=== sent_rx_line_cond_flat ===
sent_rx_line_cond_flat, routed metal per tile:
The bar under the picture is 20 µm long. The die is cut into 17 by 29 equal tiles; dark blue is low, red is high, scaled to the fullest tile. Values are wire area over tile area, all layers added.
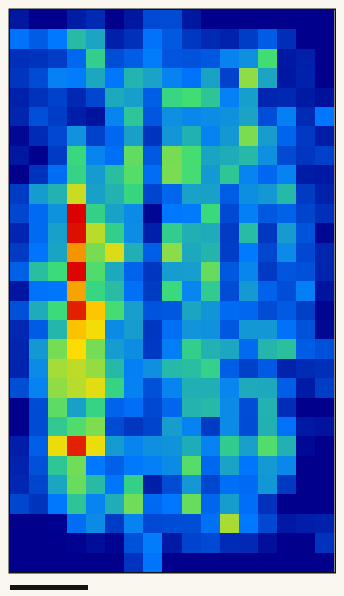

--- src/rtl/sent_rx_line_cond_pkg.sv ---
// Shared constants and helpers for the SENT receive line conditioner.
// CALIB_TICKS is the length of the SENT calibration pulse in ticks. The
// calibration window is CALIB_TICKS*tick_clks scaled by WIN_LO_NUM/WIN_DEN
// and WIN_HI_NUM/WIN_DEN, which gives +/-20 % tolerance.
package sent_rx_line_cond_pkg;

  localparam int CALIB_TICKS = 56;
  localparam int WIN_LO_NUM  = 4;
  localparam int WIN_HI_NUM  = 6;
  localparam int WIN_DEN     = 5;

  localparam int PULSE_W   = 16;
  localparam int TICK_W    = 10;
  localparam int TICK_MAX  = (1 << TICK_W) - 1;

  typedef enum logic {
    ST_IDLE    = 1'b0,
    ST_MEASURE = 1'b1
  } meas_state_e;

  // Integer window bounds, in clk_rx cycles.
  function automatic int win_lo(input int tick_clks);
    return (CALIB_TICKS * tick_clks * WIN_LO_NUM) / WIN_DEN;
  endfunction

  function automatic int win_hi(input int tick_clks);
    return (CALIB_TICKS * tick_clks * WIN_HI_NUM) / WIN_DEN;
  endfunction

endpackage

--- src/rtl/sent_rx_line_cond_if.sv ---
// Signal bundle between the line conditioner and its consumer.
//   master : the conditioner (takes the raw line, drives the results)
//   slave  : the consumer / line source
//   sent_rx_i      raw asynchronous SENT line
//   sent_clean_o   synchronized, glitch-filtered level
//   fall_o         strobe per filtered falling edge
//   pulse_valid_o  strobe per completed fall-to-fall interval
//   pulse_len_o    interval length in clk_rx cycles
//   pulse_ovf_o    interval saturated
//   calib_o        strobe when interval is a calibration pulse
//   tick_len_o     measured clk_rx cycles per tick
//   tick_valid_o   tick_len_o holds a measured value
interface sent_rx_line_cond_if;
  import sent_rx_line_cond_pkg::*;

  logic               sent_rx_i;
  logic               sent_clean_o;
  logic               fall_o;
  logic               pulse_valid_o;
  logic [PULSE_W-1:0] pulse_len_o;
  logic               pulse_ovf_o;
  logic               calib_o;
  logic [TICK_W-1:0]  tick_len_o;
  logic               tick_valid_o;

  modport master (
    input  sent_rx_i,
    output sent_clean_o, fall_o, pulse_valid_o, pulse_len_o, pulse_ovf_o,
           calib_o, tick_len_o, tick_valid_o
  );

  modport slave (
    output sent_rx_i,
    input  sent_clean_o, fall_o, pulse_valid_o, pulse_len_o, pulse_ovf_o,
           calib_o, tick_len_o, tick_valid_o
  );

endinterface

--- src/rtl/sent_rx_div56.sv ---
// Sequential restoring divider: tick_len = (len + CALIB_TICKS/2) / CALIB_TICKS.
// One quotient bit per cycle over PULSE_W cycles; result published on the
// cycle after the last step, i.e. PULSE_W+1 cycles after start_i.
// A start_i while busy reloads the operands (latest request wins).
// Ports:
//   clk_rx, reset_n_rx  clock, async active-low reset
//   start_i             load len_i and begin dividing
//   len_i               interval length in clk_rx cycles
//   tick_len_o          rounded quotient, saturated to TICK_MAX
//   tick_valid_o        set on first published result
module sent_rx_div56
  import sent_rx_line_cond_pkg::*;
(
  input  logic               clk_rx,
  input  logic               reset_n_rx,
  input  logic               start_i,
  input  logic [PULSE_W-1:0] len_i,
  output logic [TICK_W-1:0]  tick_len_o,
  output logic               tick_valid_o
);

  localparam int REM_W  = $clog2(CALIB_TICKS);
  localparam int STEP_W = $clog2(PULSE_W + 1);
  localparam logic [REM_W:0] DIVISOR = (REM_W + 1)'(CALIB_TICKS);

  logic               busy;
  logic [STEP_W-1:0]  step_cnt;
  logic [REM_W-1:0]   rem;
  logic [PULSE_W-1:0] quo;
  logic [PULSE_W-1:0] dvd;

  logic [PULSE_W:0]   sum;
  logic [REM_W:0]     trial;
  logic               qbit;
  logic [REM_W-1:0]   rem_nxt;
  logic [PULSE_W-1:0] quo_nxt;

  // Bit PULSE_W of the rounded dividend is always below the divisor, so it
  // seeds the remainder directly and only PULSE_W steps remain.
  assign sum     = {1'b0, len_i} + (PULSE_W + 1)'(CALIB_TICKS / 2);
  assign trial   = {rem, dvd[PULSE_W-1]};
  assign qbit    = (trial >= DIVISOR);
  assign rem_nxt = qbit ? REM_W'(trial - DIVISOR) : trial[REM_W-1:0];
  assign quo_nxt = {quo[PULSE_W-2:0], qbit};

  always_ff @(posedge clk_rx or negedge reset_n_rx) begin
    if (!reset_n_rx) begin
      busy         <= 1'b0;
      step_cnt     <= '0;
      rem          <= '0;
      quo          <= '0;
      dvd          <= '0;
      tick_len_o   <= '0;
      tick_valid_o <= 1'b0;
    end else if (start_i) begin
      busy     <= 1'b1;
      step_cnt <= STEP_W'(PULSE_W);
      rem      <= REM_W'(sum[PULSE_W]);
      quo      <= '0;
      dvd      <= sum[PULSE_W-1:0];
    end else if (busy) begin
      rem      <= rem_nxt;
      quo      <= quo_nxt;
      dvd      <= {dvd[PULSE_W-2:0], 1'b0};
      step_cnt <= step_cnt - 1'b1;
      if (step_cnt == STEP_W'(1)) begin
        busy         <= 1'b0;
        tick_valid_o <= 1'b1;
        tick_len_o   <= (quo_nxt > PULSE_W'(TICK_MAX)) ? TICK_W'(TICK_MAX)
                                                        : quo_nxt[TICK_W-1:0];
      end
    end
  end

endmodule

--- src/rtl/sent_rx_line_cond.sv ---
// SENT receive line conditioner: two-flop synchronizer, FILT_LEN-sample
// glitch filter, falling-edge detector, fall-to-fall interval measurement
// with saturation, calibration-window detection and tick-length division.
// Ports:
//   clk_rx      single clock
//   reset_n_rx  async active-low reset
//   bus         sent_rx_line_cond_if.master (raw line in, results out)
//
// state      | meaning
// -----------+------------------------------------------------
// ST_IDLE    | no reference edge yet; wait for the first fall_o
// ST_MEASURE | counting cycles since the last fall_o
module sent_rx_line_cond
  import sent_rx_line_cond_pkg::*;
#(
  parameter int FILT_LEN  = 3,
  parameter int TICK_CLKS = 30
) (
  input  logic                 clk_rx,
  input  logic                 reset_n_rx,
  sent_rx_line_cond_if.master  bus
);

  localparam logic [2:0]         FILT_CNT_MAX = 3'(FILT_LEN - 1);
  localparam logic [31:0]        WIN_LO       = 32'(win_lo(TICK_CLKS));
  localparam logic [31:0]        WIN_HI       = 32'(win_hi(TICK_CLKS));
  localparam logic [PULSE_W-1:0] CNT_SAT      = '1;

  logic sync_q1, sync_q2;
  logic clean_q, clean_prev;
  logic [2:0] filt_cnt;
  logic fall_q;

  meas_state_e        state;
  logic [PULSE_W-1:0] meas_cnt;
  logic               valid_q;
  logic [PULSE_W-1:0] len_q;
  logic               ovf_q;
  logic               calib_q;
  logic               in_win;

  // Synchronizer and filter idle high, matching an idle SENT line.
  always_ff @(posedge clk_rx or negedge reset_n_rx) begin
    if (!reset_n_rx) begin
      sync_q1    <= 1'b1;
      sync_q2    <= 1'b1;
      clean_q    <= 1'b1;
      clean_prev <= 1'b1;
      filt_cnt   <= '0;
      fall_q     <= 1'b0;
    end else begin
      sync_q1    <= bus.sent_rx_i;
      sync_q2    <= sync_q1;
      clean_prev <= clean_q;
      fall_q     <= clean_prev & ~clean_q;
      // Any sample equal to the current level restarts the run.
      if (sync_q2 != clean_q) begin
        if (filt_cnt == FILT_CNT_MAX) begin
          clean_q  <= sync_q2;
          filt_cnt <= '0;
        end else begin
          filt_cnt <= filt_cnt + 3'd1;
        end
      end else begin
        filt_cnt <= '0;
      end
    end
  end

  assign in_win = (32'(meas_cnt) >= WIN_LO) && (32'(meas_cnt) <= WIN_HI);

  always_ff @(posedge clk_rx or negedge reset_n_rx) begin
    if (!reset_n_rx) begin
      state    <= ST_IDLE;
      meas_cnt <= '0;
      valid_q  <= 1'b0;
      len_q    <= '0;
      ovf_q    <= 1'b0;
      calib_q  <= 1'b0;
    end else begin
      valid_q <= 1'b0;
      calib_q <= 1'b0;
      case (state)
        ST_IDLE: begin
          if (fall_q) begin
            meas_cnt <= PULSE_W'(1);
            state    <= ST_MEASURE;
          end
        end
        ST_MEASURE: begin
          if (fall_q) begin
            valid_q  <= 1'b1;
            len_q    <= meas_cnt;
            ovf_q    <= (meas_cnt == CNT_SAT);
            calib_q  <= in_win && (meas_cnt != CNT_SAT);
            meas_cnt <= PULSE_W'(1);
          end else if (meas_cnt != CNT_SAT) begin
            meas_cnt <= meas_cnt + 1'b1;
          end
        end
        default: state <= ST_IDLE;
      endcase
    end
  end

  sent_rx_div56 u_div56 (
    .clk_rx       (clk_rx),
    .reset_n_rx   (reset_n_rx),
    .start_i      (calib_q),
    .len_i        (len_q),
    .tick_len_o   (bus.tick_len_o),
    .tick_valid_o (bus.tick_valid_o)
  );

  assign bus.sent_clean_o  = clean_q;
  assign bus.fall_o        = fall_q;
  assign bus.pulse_valid_o = valid_q;
  assign bus.pulse_len_o   = len_q;
  assign bus.pulse_ovf_o   = ovf_q;
  assign bus.calib_o       = calib_q;

endmodule

--- src/flat_wrapper.sv ---
// flat-port wrapper written by rule: the top's interface ports become plain ports
module sent_rx_line_cond_flat import sent_rx_line_cond_pkg::*;
#(
  parameter int FILT_LEN  = 3,
  parameter int TICK_CLKS = 30
)
  (clk_rx, reset_n_rx, bus_sent_rx_i, bus_sent_clean_o, bus_fall_o, bus_pulse_valid_o, bus_pulse_len_o, bus_pulse_ovf_o, bus_calib_o, bus_tick_len_o, bus_tick_valid_o);
  sent_rx_line_cond_if bus_i ();
  input  logic clk_rx;
  input  logic reset_n_rx;
  input wire logic [$bits(bus_i.sent_rx_i)-1:0] bus_sent_rx_i;
  output wire logic [$bits(bus_i.sent_clean_o)-1:0] bus_sent_clean_o;
  output wire logic [$bits(bus_i.fall_o)-1:0] bus_fall_o;
  output wire logic [$bits(bus_i.pulse_valid_o)-1:0] bus_pulse_valid_o;
  output wire logic [$bits(bus_i.pulse_len_o)-1:0] bus_pulse_len_o;
  output wire logic [$bits(bus_i.pulse_ovf_o)-1:0] bus_pulse_ovf_o;
  output wire logic [$bits(bus_i.calib_o)-1:0] bus_calib_o;
  output wire logic [$bits(bus_i.tick_len_o)-1:0] bus_tick_len_o;
  output wire logic [$bits(bus_i.tick_valid_o)-1:0] bus_tick_valid_o;
  assign bus_i.sent_rx_i = bus_sent_rx_i;
  assign bus_sent_clean_o = bus_i.sent_clean_o;
  assign bus_fall_o = bus_i.fall_o;
  assign bus_pulse_valid_o = bus_i.pulse_valid_o;
  assign bus_pulse_len_o = bus_i.pulse_len_o;
  assign bus_pulse_ovf_o = bus_i.pulse_ovf_o;
  assign bus_calib_o = bus_i.calib_o;
  assign bus_tick_len_o = bus_i.tick_len_o;
  assign bus_tick_valid_o = bus_i.tick_valid_o;
  sent_rx_line_cond #(.FILT_LEN(FILT_LEN), .TICK_CLKS(TICK_CLKS)) u_core (.clk_rx(clk_rx), .reset_n_rx(reset_n_rx), .bus(bus_i));
endmodule
--- config.mk ---
export PLATFORM = sky130hd
export DESIGN_NAME = sent_rx_line_cond_flat
export DESIGN_NICKNAME = d
export VERILOG_FILES = /design/src/rtl/sent_rx_line_cond_pkg.sv /design/src/rtl/sent_rx_line_cond_if.sv /design/src/rtl/sent_rx_div56.sv /design/src/rtl/sent_rx_line_cond.sv /design/src/flat_wrapper.sv
export SDC_FILE = /design/constraint.sdc
export NUM_CORES = 1
export LEC_CHECK = 0
export ABC_AREA = 1
export CAP_MARGIN = 10
export CORE_ASPECT_RATIO = 1.75
export CORE_UTILIZATION = 40
export CTS_CLUSTER_DIAMETER = 120
export DETAILED_ROUTE_END_ITERATION = 7
export PLACE_DENSITY_LB_ADDON = 0.05
export SKIP_LAST_GASP = 1
export SLEW_MARGIN = 30
export SYNTH_ARGS = -nofsm -noshare
export SYNTH_HDL_FRONTEND = slang
export SYNTH_SLANG_ARGS = --single-unit
--- constraint.sdc ---
create_clock -name clk_rx -period 3 [get_ports clk_rx]
set_input_delay 0.3 -clock clk_rx [delete_from_list [all_inputs] [get_ports clk_rx]]
set_output_delay 0.3 -clock clk_rx [all_outputs]
set_load 0.03 [all_outputs]
=== hazard_forward_unit ===
--- src/rtl/hazard_forward_unit.sv ---
// Pipeline hazard controller: multi-operand forwarding, load-use interlock,
// multi-cycle EX stall sequencing, taken-branch flush and perf counters.
//
// state | meaning
// ------+--------------------------------------------------------------
// IDLE  | no multi-cycle op in flight; branch flush / load-use evaluated
// BUSY  | multi-cycle op occupying EX; stalls until cnt reaches zero
module hazard_forward_unit #(
    parameter int NUM_REGS   = 32,
    parameter int REG_SEL    = $clog2(NUM_REGS),
    parameter int NUM_SRC    = 2,
    parameter int MC_LATENCY = 4,
    parameter int PERF_W     = 32
) (
    input  logic                       clk,
    input  logic                       rst,
    input  logic [NUM_SRC*REG_SEL-1:0] id_rs,
    input  logic [NUM_SRC-1:0]         id_rs_used,
    input  logic [NUM_SRC*REG_SEL-1:0] ex_rs,
    input  logic [REG_SEL-1:0]         ex_rd,
    input  logic                       ex_mem_read,
    input  logic                       ex_mc_start,
    input  logic                       ex_branch_taken,
    input  logic [REG_SEL-1:0]         mem_rd,
    input  logic                       mem_reg_write,
    input  logic [REG_SEL-1:0]         wb_rd,
    input  logic                       wb_reg_write,
    input  logic                       perf_clr,
    output logic [2*NUM_SRC-1:0]       fwd_sel,
    output logic                       stall_if,
    output logic                       stall_id,
    output logic                       stall_ex,
    output logic                       bubble_ex,
    output logic                       bubble_mem,
    output logic                       flush_if,
    output logic                       flush_id,
    output logic                       mc_busy,
    output logic [PERF_W-1:0]          perf_stall_cnt,
    output logic [PERF_W-1:0]          perf_flush_cnt
);

    localparam int CNT_W = $clog2(MC_LATENCY) + 1;
    localparam bit MC_ENABLED = (MC_LATENCY > 1);
    // First stall cycle happens in IDLE, so BUSY only needs MC_LATENCY-2 more.
    localparam logic [CNT_W-1:0] CNT_LOAD = MC_ENABLED ? CNT_W'(MC_LATENCY - 2) : '0;

    typedef enum logic {
        IDLE = 1'b0,
        BUSY = 1'b1
    } state_t;

    state_t             state;
    logic [CNT_W-1:0]   cnt;
    logic               lu_match;
    logic               mc_start_now;
    logic               mc_stall;
    logic               branch_flush;
    logic               load_use;

    assign mc_start_now = (state == IDLE) && ex_mc_start && MC_ENABLED;
    assign mc_stall     = mc_start_now || ((state == BUSY) && (cnt != '0));
    assign branch_flush = (state == IDLE) && !mc_start_now && ex_branch_taken;
    assign load_use     = (state == IDLE) && !mc_start_now && !ex_branch_taken &&
                          ex_mem_read && (ex_rd != '0) && lu_match;

    // Per-operand bypass select; MEM result is newer so it wins over WB.
    always_comb begin
        fwd_sel = '0;
        if (!rst) begin
            for (int i = 0; i < NUM_SRC; i++) begin
                if (mem_reg_write && (mem_rd != '0) &&
                    (mem_rd == ex_rs[i*REG_SEL +: REG_SEL])) begin
                    fwd_sel[2*i +: 2] = 2'b10;
                end else if (wb_reg_write && (wb_rd != '0) &&
                             (wb_rd == ex_rs[i*REG_SEL +: REG_SEL])) begin
                    fwd_sel[2*i +: 2] = 2'b01;
                end
            end
        end
    end

    // Does any actually-read ID operand name the load destination?
    always_comb begin
        lu_match = 1'b0;
        for (int i = 0; i < NUM_SRC; i++) begin
            if (id_rs_used[i] && (id_rs[i*REG_SEL +: REG_SEL] == ex_rd)) begin
                lu_match = 1'b1;
            end
        end
    end

    // Pipeline control outputs, all masked while reset is held.
    always_comb begin
        stall_if   = 1'b0;
        stall_id   = 1'b0;
        stall_ex   = 1'b0;
        bubble_ex  = 1'b0;
        bubble_mem = 1'b0;
        flush_if   = 1'b0;
        flush_id   = 1'b0;
        mc_busy    = 1'b0;
        if (!rst) begin
            stall_if   = mc_stall || load_use;
            stall_id   = mc_stall || load_use;
            stall_ex   = mc_stall;
            bubble_mem = mc_stall;
            bubble_ex  = load_use;
            flush_if   = branch_flush;
            flush_id   = branch_flush;
            mc_busy    = (state == BUSY);
        end
    end

    // Multi-cycle op sequencer; ex_mc_start is ignored on the release cycle.
    always_ff @(posedge clk) begin
        if (rst) begin
            state <= IDLE;
            cnt   <= '0;
        end else begin
            case (state)
                IDLE: begin
                    if (mc_start_now) begin
                        cnt   <= CNT_LOAD;
                        state <= BUSY;
                    end
                end
                BUSY: begin
                    if (cnt != '0) begin
                        cnt <= cnt - CNT_W'(1);
                    end else begin
                        state <= IDLE;
                    end
                end
            endcase
        end
    end

    // Saturating stall-cycle counter; clear beats increment.
    always_ff @(posedge clk) begin
        if (rst || perf_clr) begin
            perf_stall_cnt <= '0;
        end else if (stall_if && (perf_stall_cnt != '1)) begin
            perf_stall_cnt <= perf_stall_cnt + PERF_W'(1);
        end
    end

    // Saturating flush-cycle counter; clear beats increment.
    always_ff @(posedge clk) begin
        if (rst || perf_clr) begin
            perf_flush_cnt <= '0;
        end else if (flush_if && (perf_flush_cnt != '1)) begin
            perf_flush_cnt <= perf_flush_cnt + PERF_W'(1);
        end
    end

endmodule

--- config.mk ---
export PLATFORM = sky130hd
export DESIGN_NAME = hazard_forward_unit
export DESIGN_NICKNAME = d
export VERILOG_FILES = /design/src/rtl/hazard_forward_unit.sv
export SDC_FILE = /design/constraint.sdc
export NUM_CORES = 1
export LEC_CHECK = 0
export CAP_MARGIN = 0
export CELL_PAD_IN_SITES_DETAIL_PLACEMENT = 2
export CELL_PAD_IN_SITES_GLOBAL_PLACEMENT = 2
export CORE_ASPECT_RATIO = 0.5
export CORE_MARGIN = 4
export CORE_UTILIZATION = 28
export DETAILED_ROUTE_END_ITERATION = 16
export PLACE_DENSITY = 0.87
export SLEW_MARGIN = 20
export SYNTH_ARGS = -nofsm -noshare
export SYNTH_HDL_FRONTEND = slang
export SYNTH_SLANG_ARGS = --single-unit
--- constraint.sdc ---
create_clock -name clk -period 7.9 [get_ports clk]
set_clock_uncertainty 0.2 [all_clocks]
set_input_delay 1.58 -clock clk [delete_from_list [all_inputs] [get_ports clk]]
set_output_delay 1.58 -clock clk [all_outputs]
set_load 0.03 [all_outputs]
hazard_forward_unit, cell sizes after repair:
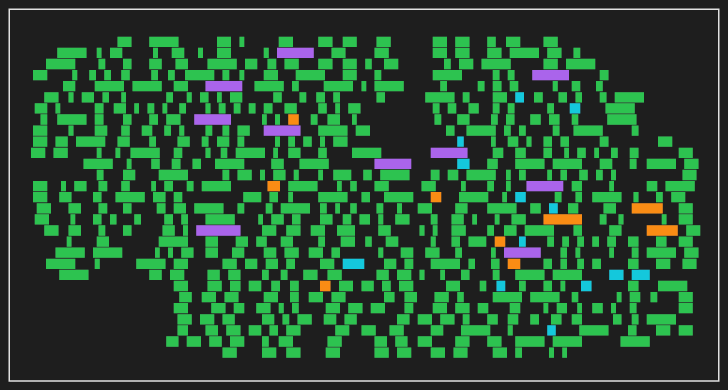
legend:
  drive 2:
    color: cyan
    cells: 13
  drive 1 or less:
    color: green
    cells: 556
  drive 6 and up:
    color: purple
    cells: 10
  drive 3 to 4:
    color: orange
    cells: 9

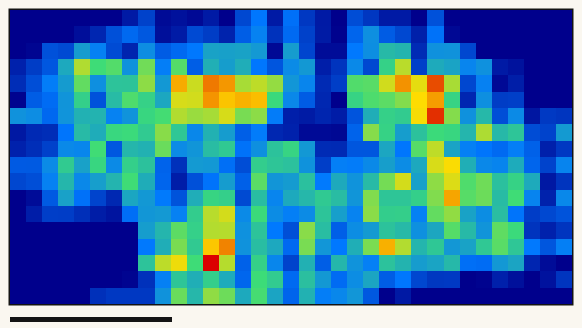
hazard_forward_unit: routed metal per tile
The bar under the picture is 50 µm long. The die is cut into 35 by 18 equal tiles; dark blue is low, red is high, scaled to the fullest tile. Values are wire area over tile area, all layers added.
mean over tiles: 0.14
tiles over half the peak: 15%
emptiest ninth of the die: bottom left
nearly empty tiles: 17%
fullest tile: 0.51

==> impl_metrics.toml, hazard_forward_unit <==
# physical design summary
[layout]
logic_gate_count = 370
fin_nets = 632
diodes = 0
fin_cells = 758
utilization_pct = 42.09

[clock_tree]
cts_buffer_depth = 2
holdBufCountCts = 0
postCtsSetupBuffers = 0

[synthesis]
ys_warn_count = 0
fp_nets = 518
ys_async_sr_fraction_pct = 0
synthMostInstantiatedCell = "dfxtp_1"
netlist_instances = 469
netlist_logic_family_top = "simple AND/OR/NAND/NOR gates"
syn_area_per_cell_um2 = 8.177

[min_path]
hold_path_class = "reg2reg"

[global_routing]
globalRouteTotalUtil_pct = 18.45
use_met2_pct = 34.00
grt_remaining_overflow = 0

[placement]
place.gp.congestion = 0.7601

[worst_setup_path]
critPathCapture = "fwd_sel[0]"
slowest_stage = "clkdlybuf4s50_1"
critical_path_class = "in2out"

[die]
core_um2 = 13030
nWellTaps = 170

[sta]
worst_slack_ps = 1970

[status]
status = "complete, no violations"

[power]
p_switching_mw = 0.2139

[routing]
first_pass_iters = 4
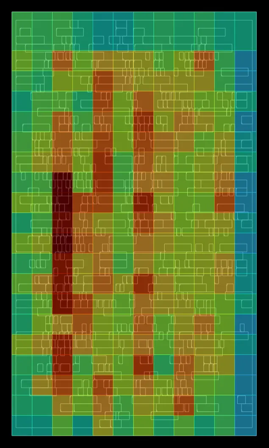
sent_rx_line_cond_flat: routing congestion map
DR WL/cell: 14.79 µm
final core utilization: 48.57%

About 'routed metal per tile' of sent_rx_line_cond_flat:
emptiest ninth of the die: bottom right
mean over tiles: 0.14
tiles over half the peak: 9.9%
densest ninth of the die: left middle
nearly empty tiles: 12%
via count: 3693
all-layer global routing usage: 19.03%
final wirelength: 10610 µm

==> impl_metrics.toml, sent_rx_line_cond_flat <==
# physical design summary
[sta]
fin_tns_setup_ps = 0
whs_ps = 358.4
max_slew_margin_pct = 45.39
finalSetupViolCount = 0

[worst_setup_path]
cp.required_ps = 2700
cp.depth = 2
critical_path_class = "reg2out"

[synthesis]
aoi_share_pct = 13.04
syn_area_per_cell_um2 = 8.472
yosys_cells = 546
ys.flop_type = "dfrtp_1"
edf_count = 0
yosys-top-cells-area = "dfrtp_1 (51%), nand2_1 (9.3%), inv_1 (5.8%), nor2_1 (4.1%), o21ai_0 (4.1%)"

[global_routing]
grt_pass1_vias = 3783

[power]
maxPowerGroup = "registers"
p_clk_share_pct = 35.0
p_seq_mw = 1.55

[clock_tree]
clk_latency_ps = 340
postCtsSetupBuffers = 0
holdBufCountCts = 1

[layout]
fillers = 1073
fin_cells = 717
mi_logic_area_um2 = 1809
layout.cells.most_common = "nand2_1"
flop-count = 98

[die]
nWellTaps = 132
fp_util_pct = 41.42

[status]
status = "complete, no violations"

[min_path]
min_from = "u_core.sync_q1$_DFF_PN1_"

==> notes/layouts.md <==
Pictures saved along the way, in no particular order.

Cell classes on the final placement.
picture 1
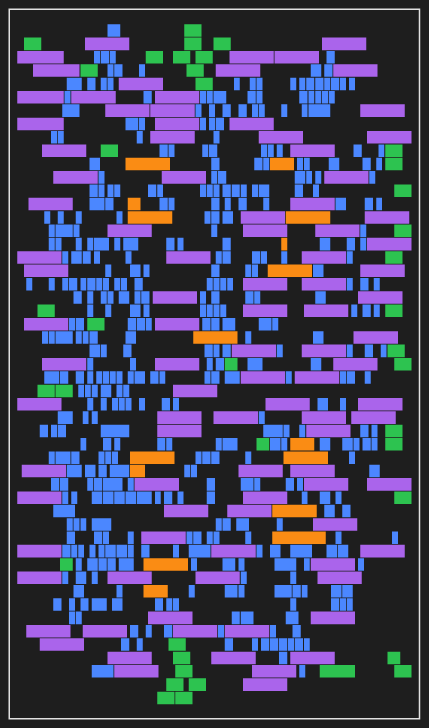
picture 2
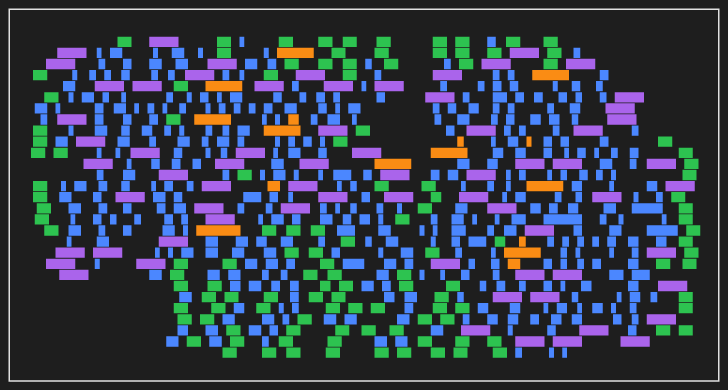
| from | picture |
|---|---|
| sent_rx_line_cond_flat | picture 1 |
| hazard_forward_unit | picture 2 |
- most sequential cells: picture 1
- highest utilization: picture 1

Key to picture 2:
legend:
  flops:
    color: purple
    cells: 68
  all other logic:
    color: blue
    cells: 381
  other buffers and delay cells:
    color: green
    cells: 123
  clock drivers and dummy loads:
    color: orange
    cells: 16


=== result_drain ===
result_drain, routed metal per tile:
The bar under the picture is 20 µm long. The die is cut into 25 by 25 equal tiles; dark blue is low, red is high, scaled to the fullest tile. Values are wire area over tile area, all layers added.
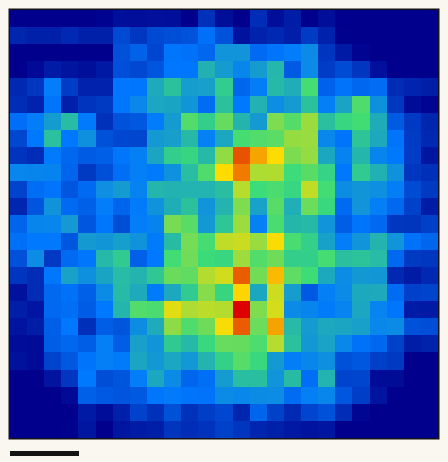

==> src/rtl/result_drain.sv <==
// result_drain
//
// Output drain stage behind the 2x2 systolic array. A finished tile of four
// signed 16-bit accumulations (c00, c01, c10, c11) is captured into one of two
// ping-pong slots. Tiles are then streamed out one byte at a time to an 8-bit
// pad interface, so the array can start the next tile while the previous one
// is still draining.
//
// Parameters
//   HI_FIRST   1: each element goes out as [15:8] then [7:0]; 0: [7:0] then [15:8].
//              Ignored when RESULT_DRAIN_SAT8_EN is defined.
//
// Build option
//   RESULT_DRAIN_SAT8_EN  when defined, every element is saturated to signed
//                         8 bits at capture. A tile is then 4 bytes instead of 8.
//
// Ports
//   clk, rst         single clock; synchronous active-high reset
//   cap_valid        tile on c00..c11 is complete (captures once per cycle held)
//   cap_ready        at least one slot is free (registered state only)
//   c00..c11         signed 16-bit accumulations
//   out_data         current output byte (0x00 when nothing is buffered)
//   out_valid        out_data is valid
//   out_ready        consumer takes out_data this cycle
//   out_last         out_data is the final byte of the current tile
//   overflow         sticky; a capture was attempted while both slots were full
//   tiles_done       number of fully drained tiles, modulo 256
//   dbg_state        occupancy state (0 empty, 1 one slot, 2 full)
//
// Handshake: a byte transfers on a rising edge where out_valid && out_ready.
// Once out_valid is high, out_data and out_last hold until that transfer. Only
// rst can drop out_valid without a transfer. A capture takes place on a rising
// edge where cap_valid && cap_ready. cap_ready never depends on out_ready.
// Every output is driven from registers only.
module result_drain #(
    parameter bit HI_FIRST = 1'b1
) (
    input  logic        clk,
    input  logic        rst,
    input  logic        cap_valid,
    output logic        cap_ready,
    input  logic [15:0] c00,
    input  logic [15:0] c01,
    input  logic [15:0] c10,
    input  logic [15:0] c11,
    output logic [7:0]  out_data,
    output logic        out_valid,
    input  logic        out_ready,
    output logic        out_last,
    output logic        overflow,
    output logic [7:0]  tiles_done,
    output logic [1:0]  dbg_state
);

`ifdef RESULT_DRAIN_SAT8_EN
    localparam int EW   = 8;
    localparam int IDXW = 2;
`else
    localparam int EW   = 16;
    localparam int IDXW = 3;
`endif
    localparam logic [IDXW-1:0] IDX_LAST = '1;

    // The state value is the number of occupied slots.
    typedef enum logic [1:0] {
        ST_EMPTY = 2'd0,
        ST_ONE   = 2'd1,
        ST_FULL  = 2'd2
    } state_t;

    state_t            state_q, state_d;
    logic              wp_q, wp_d;
    logic              rp_q, rp_d;
    logic [IDXW-1:0]   idx_q, idx_d;
    logic              overflow_q, overflow_d;
    logic [7:0]        tiles_done_q, tiles_done_d;
    logic [EW-1:0]     mem_q [2][4];
    logic [EW-1:0]     mem_d [2][4];

    logic              cap_fire;
    logic              pop;
    logic              final_pop;
    logic              at_last;
    logic [EW-1:0]     cur_elem;
    logic [EW-1:0]     cap_elem [4];

`ifdef RESULT_DRAIN_SAT8_EN
    // Clamp a signed 16-bit value to the signed 8-bit range.
    function automatic logic [7:0] sat8(input logic [15:0] v);
        logic [7:0] r;
        if ($signed(v) > 16'sd127) begin
            r = 8'h7F;
        end else if ($signed(v) < -16'sd128) begin
            r = 8'h80;
        end else begin
            r = v[7:0];
        end
        return r;
    endfunction

    always_comb begin
        cap_elem[0] = sat8(c00);
        cap_elem[1] = sat8(c01);
        cap_elem[2] = sat8(c10);
        cap_elem[3] = sat8(c11);
    end
`else
    always_comb begin
        cap_elem[0] = c00;
        cap_elem[1] = c01;
        cap_elem[2] = c10;
        cap_elem[3] = c11;
    end
`endif

    // Handshake qualifiers
    always_comb begin
        cap_ready = (state_q != ST_FULL);
        out_valid = (state_q != ST_EMPTY);
        at_last   = (idx_q == IDX_LAST);
        cap_fire  = cap_valid && cap_ready;
        pop       = out_valid && out_ready;
        final_pop = pop && at_last;
    end

    // Occupancy state machine and pointer, index and counter updates
    always_comb begin
        state_d      = state_q;
        wp_d         = wp_q;
        rp_d         = rp_q;
        idx_d        = idx_q;
        overflow_d   = overflow_q;
        tiles_done_d = tiles_done_q;
        mem_d        = mem_q;

        if (cap_fire) begin
            for (int e = 0; e < 4; e++) begin
                mem_d[wp_q][e] = cap_elem[e];
            end
            wp_d = ~wp_q;
        end

        if (cap_valid && !cap_ready) begin
            overflow_d = 1'b1;
        end

        if (pop) begin
            if (at_last) begin
                idx_d        = '0;
                rp_d         = ~rp_q;
                tiles_done_d = tiles_done_q + 8'd1;
            end else begin
                idx_d = idx_q + 1'b1;
            end
        end

        case (state_q)
            ST_EMPTY: begin
                if (cap_fire) state_d = ST_ONE;
            end
            ST_ONE: begin
                // A capture and a final pop in the same cycle leave one slot occupied.
                if (cap_fire && !final_pop) begin
                    state_d = ST_FULL;
                end else if (final_pop && !cap_fire) begin
                    state_d = ST_EMPTY;
                end
            end
            ST_FULL: begin
                if (final_pop) state_d = ST_ONE;
            end
            default: state_d = ST_EMPTY;
        endcase
    end

    // Output byte selection from the slot at the read pointer
    always_comb begin
        out_data = 8'h00;
`ifdef RESULT_DRAIN_SAT8_EN
        cur_elem = mem_q[rp_q][idx_q];
        if (out_valid) out_data = cur_elem;
`else
        cur_elem = mem_q[rp_q][idx_q[2:1]];
        // Even byte index is the first byte of the element.
        if (out_valid) begin
            if ((idx_q[0] == 1'b0) == HI_FIRST) begin
                out_data = cur_elem[15:8];
            end else begin
                out_data = cur_elem[7:0];
            end
        end
`endif
        out_last   = out_valid && at_last;
        overflow   = overflow_q;
        tiles_done = tiles_done_q;
        dbg_state  = state_q;
    end

    always_ff @(posedge clk) begin
        if (rst) begin
            state_q      <= ST_EMPTY;
            wp_q         <= 1'b0;
            rp_q         <= 1'b0;
            idx_q        <= '0;
            overflow_q   <= 1'b0;
            tiles_done_q <= 8'd0;
            for (int s = 0; s < 2; s++) begin
                for (int e = 0; e < 4; e++) begin
                    mem_q[s][e] <= '0;
                end
            end
        end else begin
            state_q      <= state_d;
            wp_q         <= wp_d;
            rp_q         <= rp_d;
            idx_q        <= idx_d;
            overflow_q   <= overflow_d;
            tiles_done_q <= tiles_done_d;
            mem_q        <= mem_d;
        end
    end

endmodule

==> config.mk <==
export PLATFORM = sky130hd
export DESIGN_NAME = result_drain
export DESIGN_NICKNAME = d
export VERILOG_FILES = /design/src/rtl/result_drain.sv
export SDC_FILE = /design/constraint.sdc
export NUM_CORES = 1
export LEC_CHECK = 0
export ABC_AREA = 1
export CAP_MARGIN = 25
export CORE_MARGIN = 2
export CORE_UTILIZATION = 45
export CTS_CLUSTER_SIZE = 20
export DETAILED_ROUTE_END_ITERATION = 8
export GPL_TIMING_DRIVEN = 0
export HOLD_SLACK_MARGIN = 0.03
export MAX_ROUTING_LAYER = met4
export PLACE_DENSITY = 0.68
export SYNTH_ARGS = -nofsm -noshare
export SYNTH_HDL_FRONTEND = slang
export SYNTH_SLANG_ARGS = --single-unit
==> constraint.sdc <==
create_clock -name clk -period 1.9 [get_ports clk]
set_input_delay 0.38 -clock clk [delete_from_list [all_inputs] [get_ports clk]]
set_output_delay 0.38 -clock clk [all_outputs]
set_load 0.01 [all_outputs]
=== if_stage_fq ===
==> config.mk <==
export PLATFORM = sky130hd
export DESIGN_NAME = if_stage_fq
export DESIGN_NICKNAME = d
export VERILOG_FILES = /design/src/rtl/if_stage_fq.sv
export SDC_FILE = /design/constraint.sdc
export NUM_CORES = 1
export LEC_CHECK = 0
export ABC_AREA = 1
export CORE_ASPECT_RATIO = 0.7
export CORE_MARGIN = 2
export CORE_UTILIZATION = 40
export DETAILED_ROUTE_END_ITERATION = 7
export PLACE_DENSITY_LB_ADDON = 0.15
export REMOVE_ABC_BUFFERS = 1
export SLEW_MARGIN = 0
export SYNTH_ARGS = -nofsm -noshare
export SYNTH_HDL_FRONTEND = slang
export SYNTH_SLANG_ARGS = --single-unit
==> constraint.sdc <==
create_clock -name clk -period 5.4 [get_ports clk]
set_clock_uncertainty 0.05 [all_clocks]
set_input_delay 0.81 -clock clk [delete_from_list [all_inputs] [get_ports clk]]
set_output_delay 0.81 -clock clk [all_outputs]
set_load 0.01 [all_outputs]
==> src/rtl/if_stage_fq.sv <==
// Decoupled instruction-fetch stage.
// Issues one request per cycle to a 1-cycle synchronous instruction memory.
// Returned words are buffered with their PC in a circular fetch queue that
// feeds decode over a valid/ready handshake. A redirect from execute flushes
// the queue and drops any in-flight response.
module if_stage_fq #(
    parameter int unsigned      WIDTH       = 32,
    parameter int unsigned      DEPTH       = 4,
    parameter logic [WIDTH-1:0] RESET_PC    = '0,
    parameter int unsigned      INSTR_BYTES = 4
) (
    input  logic                       clk,
    input  logic                       Reset,
    output logic                       imem_req,
    output logic [WIDTH-1:0]           imem_addr,
    input  logic [WIDTH-1:0]           imem_rdata,
    input  logic                       Redirect,
    input  logic [WIDTH-1:0]           RedirectPC,
    output logic                       out_valid,
    input  logic                       out_ready,
    output logic [WIDTH-1:0]           out_instr,
    output logic [WIDTH-1:0]           out_pc,
    output logic [WIDTH-1:0]           out_pcplus4,
    output logic [$clog2(DEPTH+1)-1:0] Count
);

    localparam int unsigned      CW         = $clog2(DEPTH + 1);
    localparam int unsigned      AW         = $clog2(DEPTH);
    localparam logic [WIDTH-1:0] STEP       = WIDTH'(INSTR_BYTES);
    localparam logic [WIDTH-1:0] ALIGN_MASK = ~WIDTH'(INSTR_BYTES - 1);

    logic [WIDTH-1:0] fetch_pc_q, fetch_pc_d;
    logic             inflight_q, inflight_d;
    logic [WIDTH-1:0] inflight_pc_q, inflight_pc_d;
    logic [CW-1:0]    count_q, count_d;
    logic [AW-1:0]    rptr_q, rptr_d;
    logic [AW-1:0]    wptr_q, wptr_d;

    logic [WIDTH-1:0] q_instr [DEPTH];
    logic [WIDTH-1:0] q_pc    [DEPTH];

    logic [CW:0]      credits;
    logic             issue;
    logic             push;
    logic             pop;

    // Handshake and issue decisions; an outstanding request already owns a queue slot.
    always_comb begin
        credits   = {1'b0, count_q} + {{CW{1'b0}}, inflight_q};
        issue     = !Reset && !Redirect && (credits < (CW + 1)'(DEPTH));
        push      = inflight_q && !Redirect && !Reset;
        out_valid = (count_q != '0);
        pop       = out_valid && out_ready && !Redirect && !Reset;
        imem_req  = issue;
        imem_addr = fetch_pc_q;
    end

    // Next-state for fetch PC, in-flight tracking and queue pointers.
    always_comb begin
        fetch_pc_d    = fetch_pc_q;
        inflight_d    = issue;
        inflight_pc_d = inflight_pc_q;
        count_d       = count_q;
        rptr_d        = rptr_q;
        wptr_d        = wptr_q;

        if (Redirect) begin
            fetch_pc_d = RedirectPC & ALIGN_MASK;
            inflight_d = 1'b0;
            count_d    = '0;
            rptr_d     = '0;
            wptr_d     = '0;
        end else begin
            if (issue) begin
                fetch_pc_d    = fetch_pc_q + STEP;
                inflight_pc_d = fetch_pc_q;
            end
            if (push) begin
                wptr_d = wptr_q + AW'(1);
            end
            if (pop) begin
                rptr_d = rptr_q + AW'(1);
            end
            if (push && !pop) begin
                count_d = count_q + CW'(1);
            end else if (!push && pop) begin
                count_d = count_q - CW'(1);
            end
        end
    end

    // Control registers with synchronous reset.
    always_ff @(posedge clk) begin
        if (Reset) begin
            fetch_pc_q    <= RESET_PC;
            inflight_q    <= 1'b0;
            inflight_pc_q <= '0;
            count_q       <= '0;
            rptr_q        <= '0;
            wptr_q        <= '0;
        end else begin
            fetch_pc_q    <= fetch_pc_d;
            inflight_q    <= inflight_d;
            inflight_pc_q <= inflight_pc_d;
            count_q       <= count_d;
            rptr_q        <= rptr_d;
            wptr_q        <= wptr_d;
        end
    end

    // Queue storage; contents need no reset since count gates visibility.
    always_ff @(posedge clk) begin
        if (push) begin
            q_instr[wptr_q] <= imem_rdata;
            q_pc[wptr_q]    <= inflight_pc_q;
        end
    end

    // Head view; PC+INSTR_BYTES is derived from the stored PC rather than kept per entry.
    always_comb begin
        out_instr   = q_instr[rptr_q];
        out_pc      = q_pc[rptr_q];
        out_pcplus4 = q_pc[rptr_q] + STEP;
        Count       = count_q;
    end

endmodule
=== operand_entry ===
[config.mk]
export PLATFORM = sky130hd
export DESIGN_NAME = operand_entry
export DESIGN_NICKNAME = d
export VERILOG_FILES = /design/src/rtl/mult_pkg.sv /design/src/rtl/operand_entry_decimal_accumulator.sv /design/src/rtl/operand_entry.sv
export SDC_FILE = /design/constraint.sdc
export NUM_CORES = 1
export LEC_CHECK = 0
export CAP_MARGIN = 15
export CORE_MARGIN = 2
export CORE_UTILIZATION = 51
export DETAILED_ROUTE_END_ITERATION = 7
export PLACE_DENSITY = 0.88
export SLEW_MARGIN = 25
export SYNTH_ARGS = -nofsm -noshare
export SYNTH_HDL_FRONTEND = slang
export SYNTH_SLANG_ARGS = --single-unit
[constraint.sdc]
create_clock -name clk -period 3.85 [get_ports clk]
set_clock_uncertainty 0.1 [all_clocks]
set_input_delay 0.5775 -clock clk [delete_from_list [all_inputs] [get_ports clk]]
set_output_delay 0.5775 -clock clk [all_outputs]
set_load 0.05 [all_outputs]
[src/rtl/mult_pkg.sv]
// Shared definitions for the multiplier front end.
// Holds the keypad code points and the operand-entry state encoding.
package mult_pkg;

  localparam logic [3:0] KEY_SIGN  = 4'hA;
  localparam logic [3:0] KEY_CLEAR = 4'hB;
  localparam logic [3:0] KEY_ENTER = 4'hC;
  localparam logic [3:0] KEY_DIGIT_MAX = 4'h9;

  typedef enum logic [1:0] {
    ENTRY   = 2'd0,
    CONVERT = 2'd1,
    OFFER   = 2'd2
  } entry_state_t;

endpackage

[src/rtl/operand_entry_decimal_accumulator.sv]
// decimal_accumulator: combinational m*10 + d with magnitude-limit check.
//   mag_i   : current magnitude (WIDTH-1 bits)
//   digit_i : BCD digit 0..9
//   next_o  : low WIDTH-1 bits of m*10+d (only meaningful when ovf_o = 0)
//   ovf_o   : 1 when m*10+d exceeds 2^(WIDTH-1)-1
module decimal_accumulator #(
  parameter int WIDTH = 8
) (
  input  logic [WIDTH-2:0] mag_i,
  input  logic [3:0]       digit_i,
  output logic [WIDTH-2:0] next_o,
  output logic             ovf_o
);

  localparam logic [WIDTH+3:0] MAX_MAG = (WIDTH+4)'((1 << (WIDTH-1)) - 1);

  logic [WIDTH+3:0] mag_ext;
  logic [WIDTH+3:0] sum;

  // Computed at WIDTH+4 bits so 10*MAX_MAG + 9 can never wrap before the compare.
  always_comb begin
    mag_ext = {5'b0, mag_i};
    sum     = (mag_ext << 3) + (mag_ext << 1) + {{WIDTH{1'b0}}, digit_i};
    ovf_o   = (sum > MAX_MAG);
    next_o  = sum[WIDTH-2:0];
  end

endmodule

[src/rtl/operand_entry.sv]
// operand_entry: keypad operand capture for the multiplier datapath.
// Builds a sign-magnitude decimal entry from key strobes, converts it to
// two's complement on enter and offers it over a valid/ready handshake.
//   clk, reset      : clock (rising edge), asynchronous active-low reset
//   key_valid/code  : one-cycle key strobe and its code
//   operand_ready   : downstream accepts the operand
//   operand/_valid  : offered two's complement operand
//   entry_sign/magnitude/error : live entry state for display echo
module operand_entry
  import mult_pkg::*;
#(
  parameter int WIDTH = 8
) (
  input  logic             clk,
  input  logic             reset,
  input  logic             key_valid,
  input  logic [3:0]       key_code,
  input  logic             operand_ready,
  output logic [WIDTH-1:0] operand,
  output logic             operand_valid,
  output logic             entry_sign,
  output logic [WIDTH-2:0] entry_magnitude,
  output logic             entry_error
);

  entry_state_t     state_q;
  logic [WIDTH-1:0] operand_q;
  logic [WIDTH-1:0] operand_d;
  logic             valid_q;
  logic             sign_q;
  logic [WIDTH-2:0] mag_q;
  logic             err_q;

  logic [WIDTH-2:0] acc_next;
  logic             acc_ovf;

  decimal_accumulator #(.WIDTH(WIDTH)) u_acc (
    .mag_i   (mag_q),
    .digit_i (key_code),
    .next_o  (acc_next),
    .ovf_o   (acc_ovf)
  );

  // Sign-magnitude to two's complement; -0 collapses to 0.
  always_comb begin
    operand_d = '0;
    if (mag_q != '0) begin
      if (sign_q) operand_d = ~{1'b0, mag_q} + WIDTH'(1);
      else        operand_d = {1'b0, mag_q};
    end
  end

  always_ff @(posedge clk or negedge reset) begin
    if (!reset) begin
      state_q   <= ENTRY;
      operand_q <= '0;
      valid_q   <= 1'b0;
      sign_q    <= 1'b0;
      mag_q     <= '0;
      err_q     <= 1'b0;
    end else begin
      case (state_q)
        ENTRY: begin
          if (key_valid) begin
            if (key_code <= KEY_DIGIT_MAX) begin
              if (acc_ovf) begin
                err_q <= 1'b1;
              end else begin
                mag_q <= acc_next;
                err_q <= 1'b0;
              end
            end else if (key_code == KEY_SIGN) begin
              sign_q <= ~sign_q;
            end else if (key_code == KEY_CLEAR) begin
              sign_q <= 1'b0;
              mag_q  <= '0;
              err_q  <= 1'b0;
            end else if (key_code == KEY_ENTER) begin
              state_q <= CONVERT;
            end
          end
        end
        CONVERT: begin
          operand_q <= operand_d;
          valid_q   <= 1'b1;
          state_q   <= OFFER;
        end
        OFFER: begin
          // Keys arriving here are dropped; only the handshake moves us on.
          if (operand_ready) begin
            valid_q <= 1'b0;
            sign_q  <= 1'b0;
            mag_q   <= '0;
            err_q   <= 1'b0;
            state_q <= ENTRY;
          end
        end
        default: state_q <= ENTRY;
      endcase
    end
  end

  assign operand         = operand_q;
  assign operand_valid   = valid_q;
  assign entry_sign      = sign_q;
  assign entry_magnitude = mag_q;
  assign entry_error     = err_q;

endmodule

operand_entry, cell area per tile:
The bar under the picture is 20 µm long. The die is cut into 11 by 11 equal tiles; dark blue is low, red is high, 0 to 100% covered.
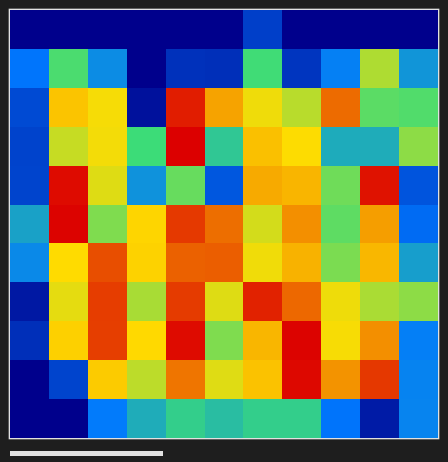
fullest tile: 100%
tiles over 75% full: 33%
mean over tiles: 53%
nearly empty tiles: 12%
emptiest ninth of the die: top left

==> impl_metrics.toml, operand_entry <==
# physical design summary
[worst_setup_path]
r2r-start = "entry_magnitude[2]$_DFFE_PN0P_"
worst_setup_path_end_kind = "flop"
slowest_stage = "fa_1"

[routing]
drtIter0Drc = 21

[power]
sw_frac_of_total_pct = 51.63

[min_path]
worstHoldPathCells = 2

[die]
fp_util_pct = 54.32
core_um2 = 2522

[layout]
buffers = 25

[synthesis]
adder_share_pct = 15.71
yosys-top-cells-area = "dfrtp_1 (37%), ha_1 (13%), nand2_1 (6.8%), o21ai_0 (6.6%), o31ai_1 (3.3%)"

[clock_tree]
cts_resized = 0
tritoncts = "done"
cts-root-buf = "clkbuf_4"

[status]
status = "complete, no violations"
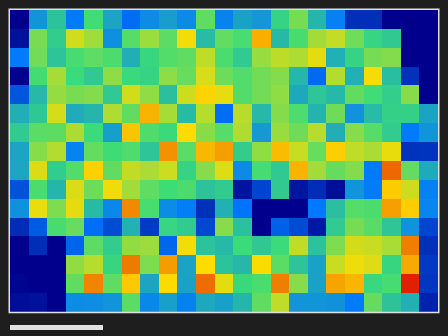
if_stage_fq: cell area per tile
The bar under the picture is 50 µm long. The die is cut into 23 by 16 equal tiles; dark blue is low, red is high, 0 to 100% covered.
fullest tile: 96%
tiles over 75% full: 7.9%
nearly empty tiles: 6.5%
mean over tiles: 46%

==> impl_metrics.toml, if_stage_fq <==
# physical design summary
[status]
status = "complete, no violations"

[synthesis]
ys_seq_share_pct = 61.45

[routing]
ant_nets = 0
m1WireLength_um = 18110

[worst_setup_path]
cp.required_ps = 4540
worst_setup_path_end_kind = "output pin"
slowest_delay_ps = 850

[clock_tree]
clk_latency_ps = 520

[global_routing]
globalRouteTotalUtil_pct = 20.23

[sta]
hold_violations = 0
slew_viol_final = 0
worst_pin_slew_ps = 1044

[placement]
pre_cts_ws_ps = 1135

[min_path]
min_from = "rptr_q[1]$_SDFFE_PP0P_"

[layout]
flop_area_um2 = 8853
top_area_cell_class = "flip-flops and latches"
reg_top3 = "q_instr x128, q_pc x120"
logic_gate_count = 1019
seq_share_pct = 49.80
fin_cells = 2220

[power]
totalPowerFinal_mw = 5.300
ir_worst_vdd_mv = 0.1815
p_comb_share_pct = 5.5
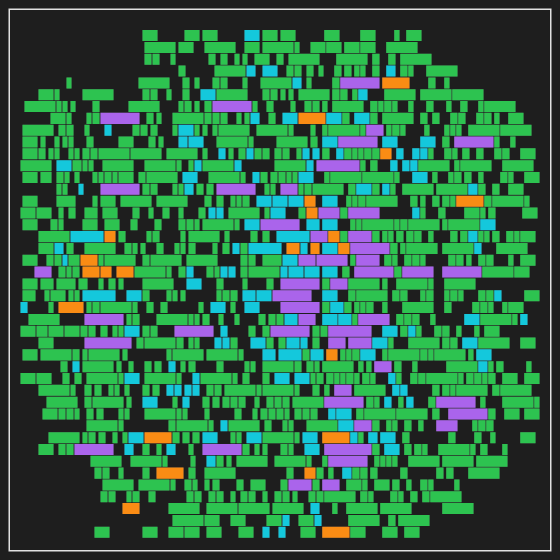
result_drain: cell sizes after repair
legend:
  drive 6 and up:
    color: purple
    cells: 49
  drive 2:
    color: cyan
    cells: 144
  drive 3 to 4:
    color: orange
    cells: 23
  drive 1 or less:
    color: green
    cells: 850

About 'routed metal per tile' of result_drain:
fullest tile: 0.92
densest ninth of the die: middle
tiles over half the peak: 13%
nearly empty tiles: 11%
mean over tiles: 0.24
all-layer global routing usage: 28.62%
DR WL/cell: 17.79 µm
via count: 6853
final wirelength: 22170 µm

==> impl_metrics.toml, result_drain <==
# physical design summary
[status]
violations = "negative setup slack"
status = "complete, but fails checks"

[synthesis]
netlist_logic_family_top = "AND-OR/OR-AND gates"
synth_cell_types = 27

[die]
num_rows = 43

[routing]
drtIter0Drc = 845

[min_path]
hold_path_end = "mem_q[9]$_SDFFE_PP0P_"

[layout]
nonClockInverterCount = 150
syn2layout_area_growth_pct = 39.08
regMostFlops = "mem_q"

[global_routing]
grt.busiest_layer = "met2"

[worst_setup_path]
crit_start = "rp_q$_SDFFE_PP0P_"
slowest_delay_ps = 360
cp.required_ps = 1520

[sta]
worst_slack_ps = -339.9
finalSetupViolCount = 8

[clock_tree]
postCtsSetupBuffers = 4

==> screenshots <==
Routing congestion map.
Plate I
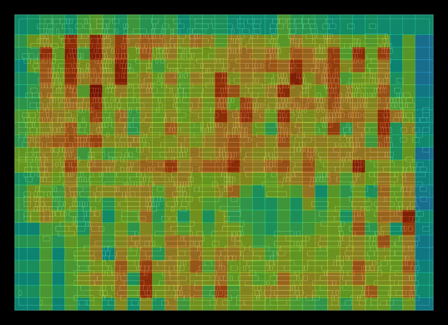
Plate II
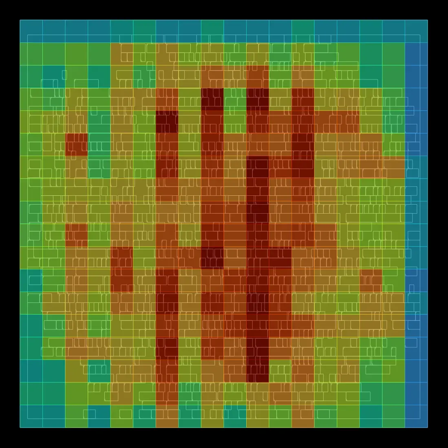
Plate III
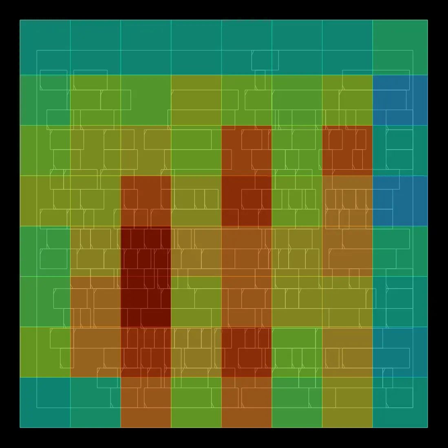
Of these, lowest utilization: Plate I
Of these, highest track usage: Plate II
Plate II is result_drain.
Plate III is operand_entry.
Plate I is if_stage_fq.



==> screenshots <==
Cell area per tile.
shot_01.png
The bar under the picture is 50 µm long. The die is cut into 17 by 9 equal tiles; dark blue is low, red is high, 0 to 100% covered.
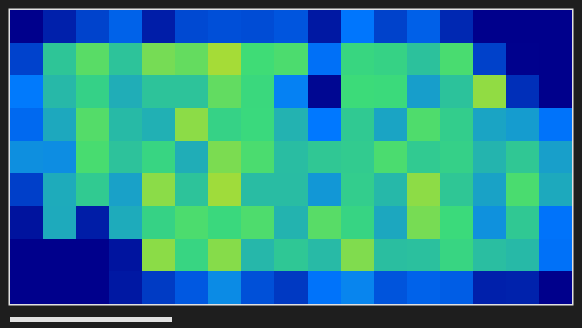
shot_02.png
The bar under the picture is 20 µm long. The die is cut into 12 by 12 equal tiles; dark blue is low, red is high, 0 to 100% covered.
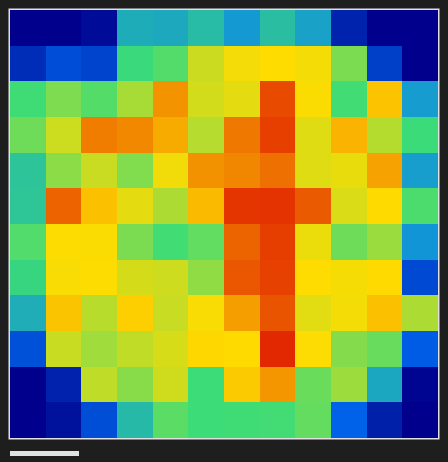
shot_03.png
The bar under the picture is 20 µm long. The die is cut into 8 by 14 equal tiles; dark blue is low, red is high, 0 to 100% covered.
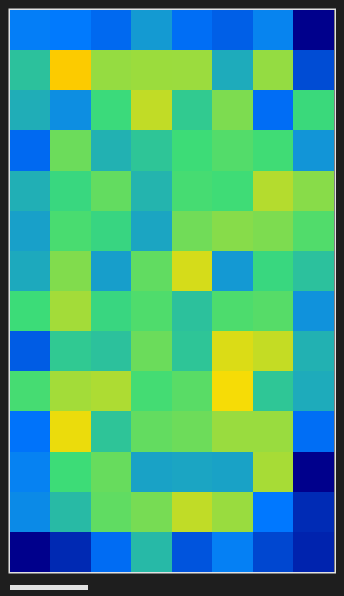
shot_01.png is hazard_forward_unit.
shot_02.png is result_drain.
shot_03.png is sent_rx_line_cond_flat.

Key to shot_01.png:
fullest tile: 64%
emptiest ninth of the die: bottom left
mean over tiles: 34%
nearly empty tiles: 9.8%

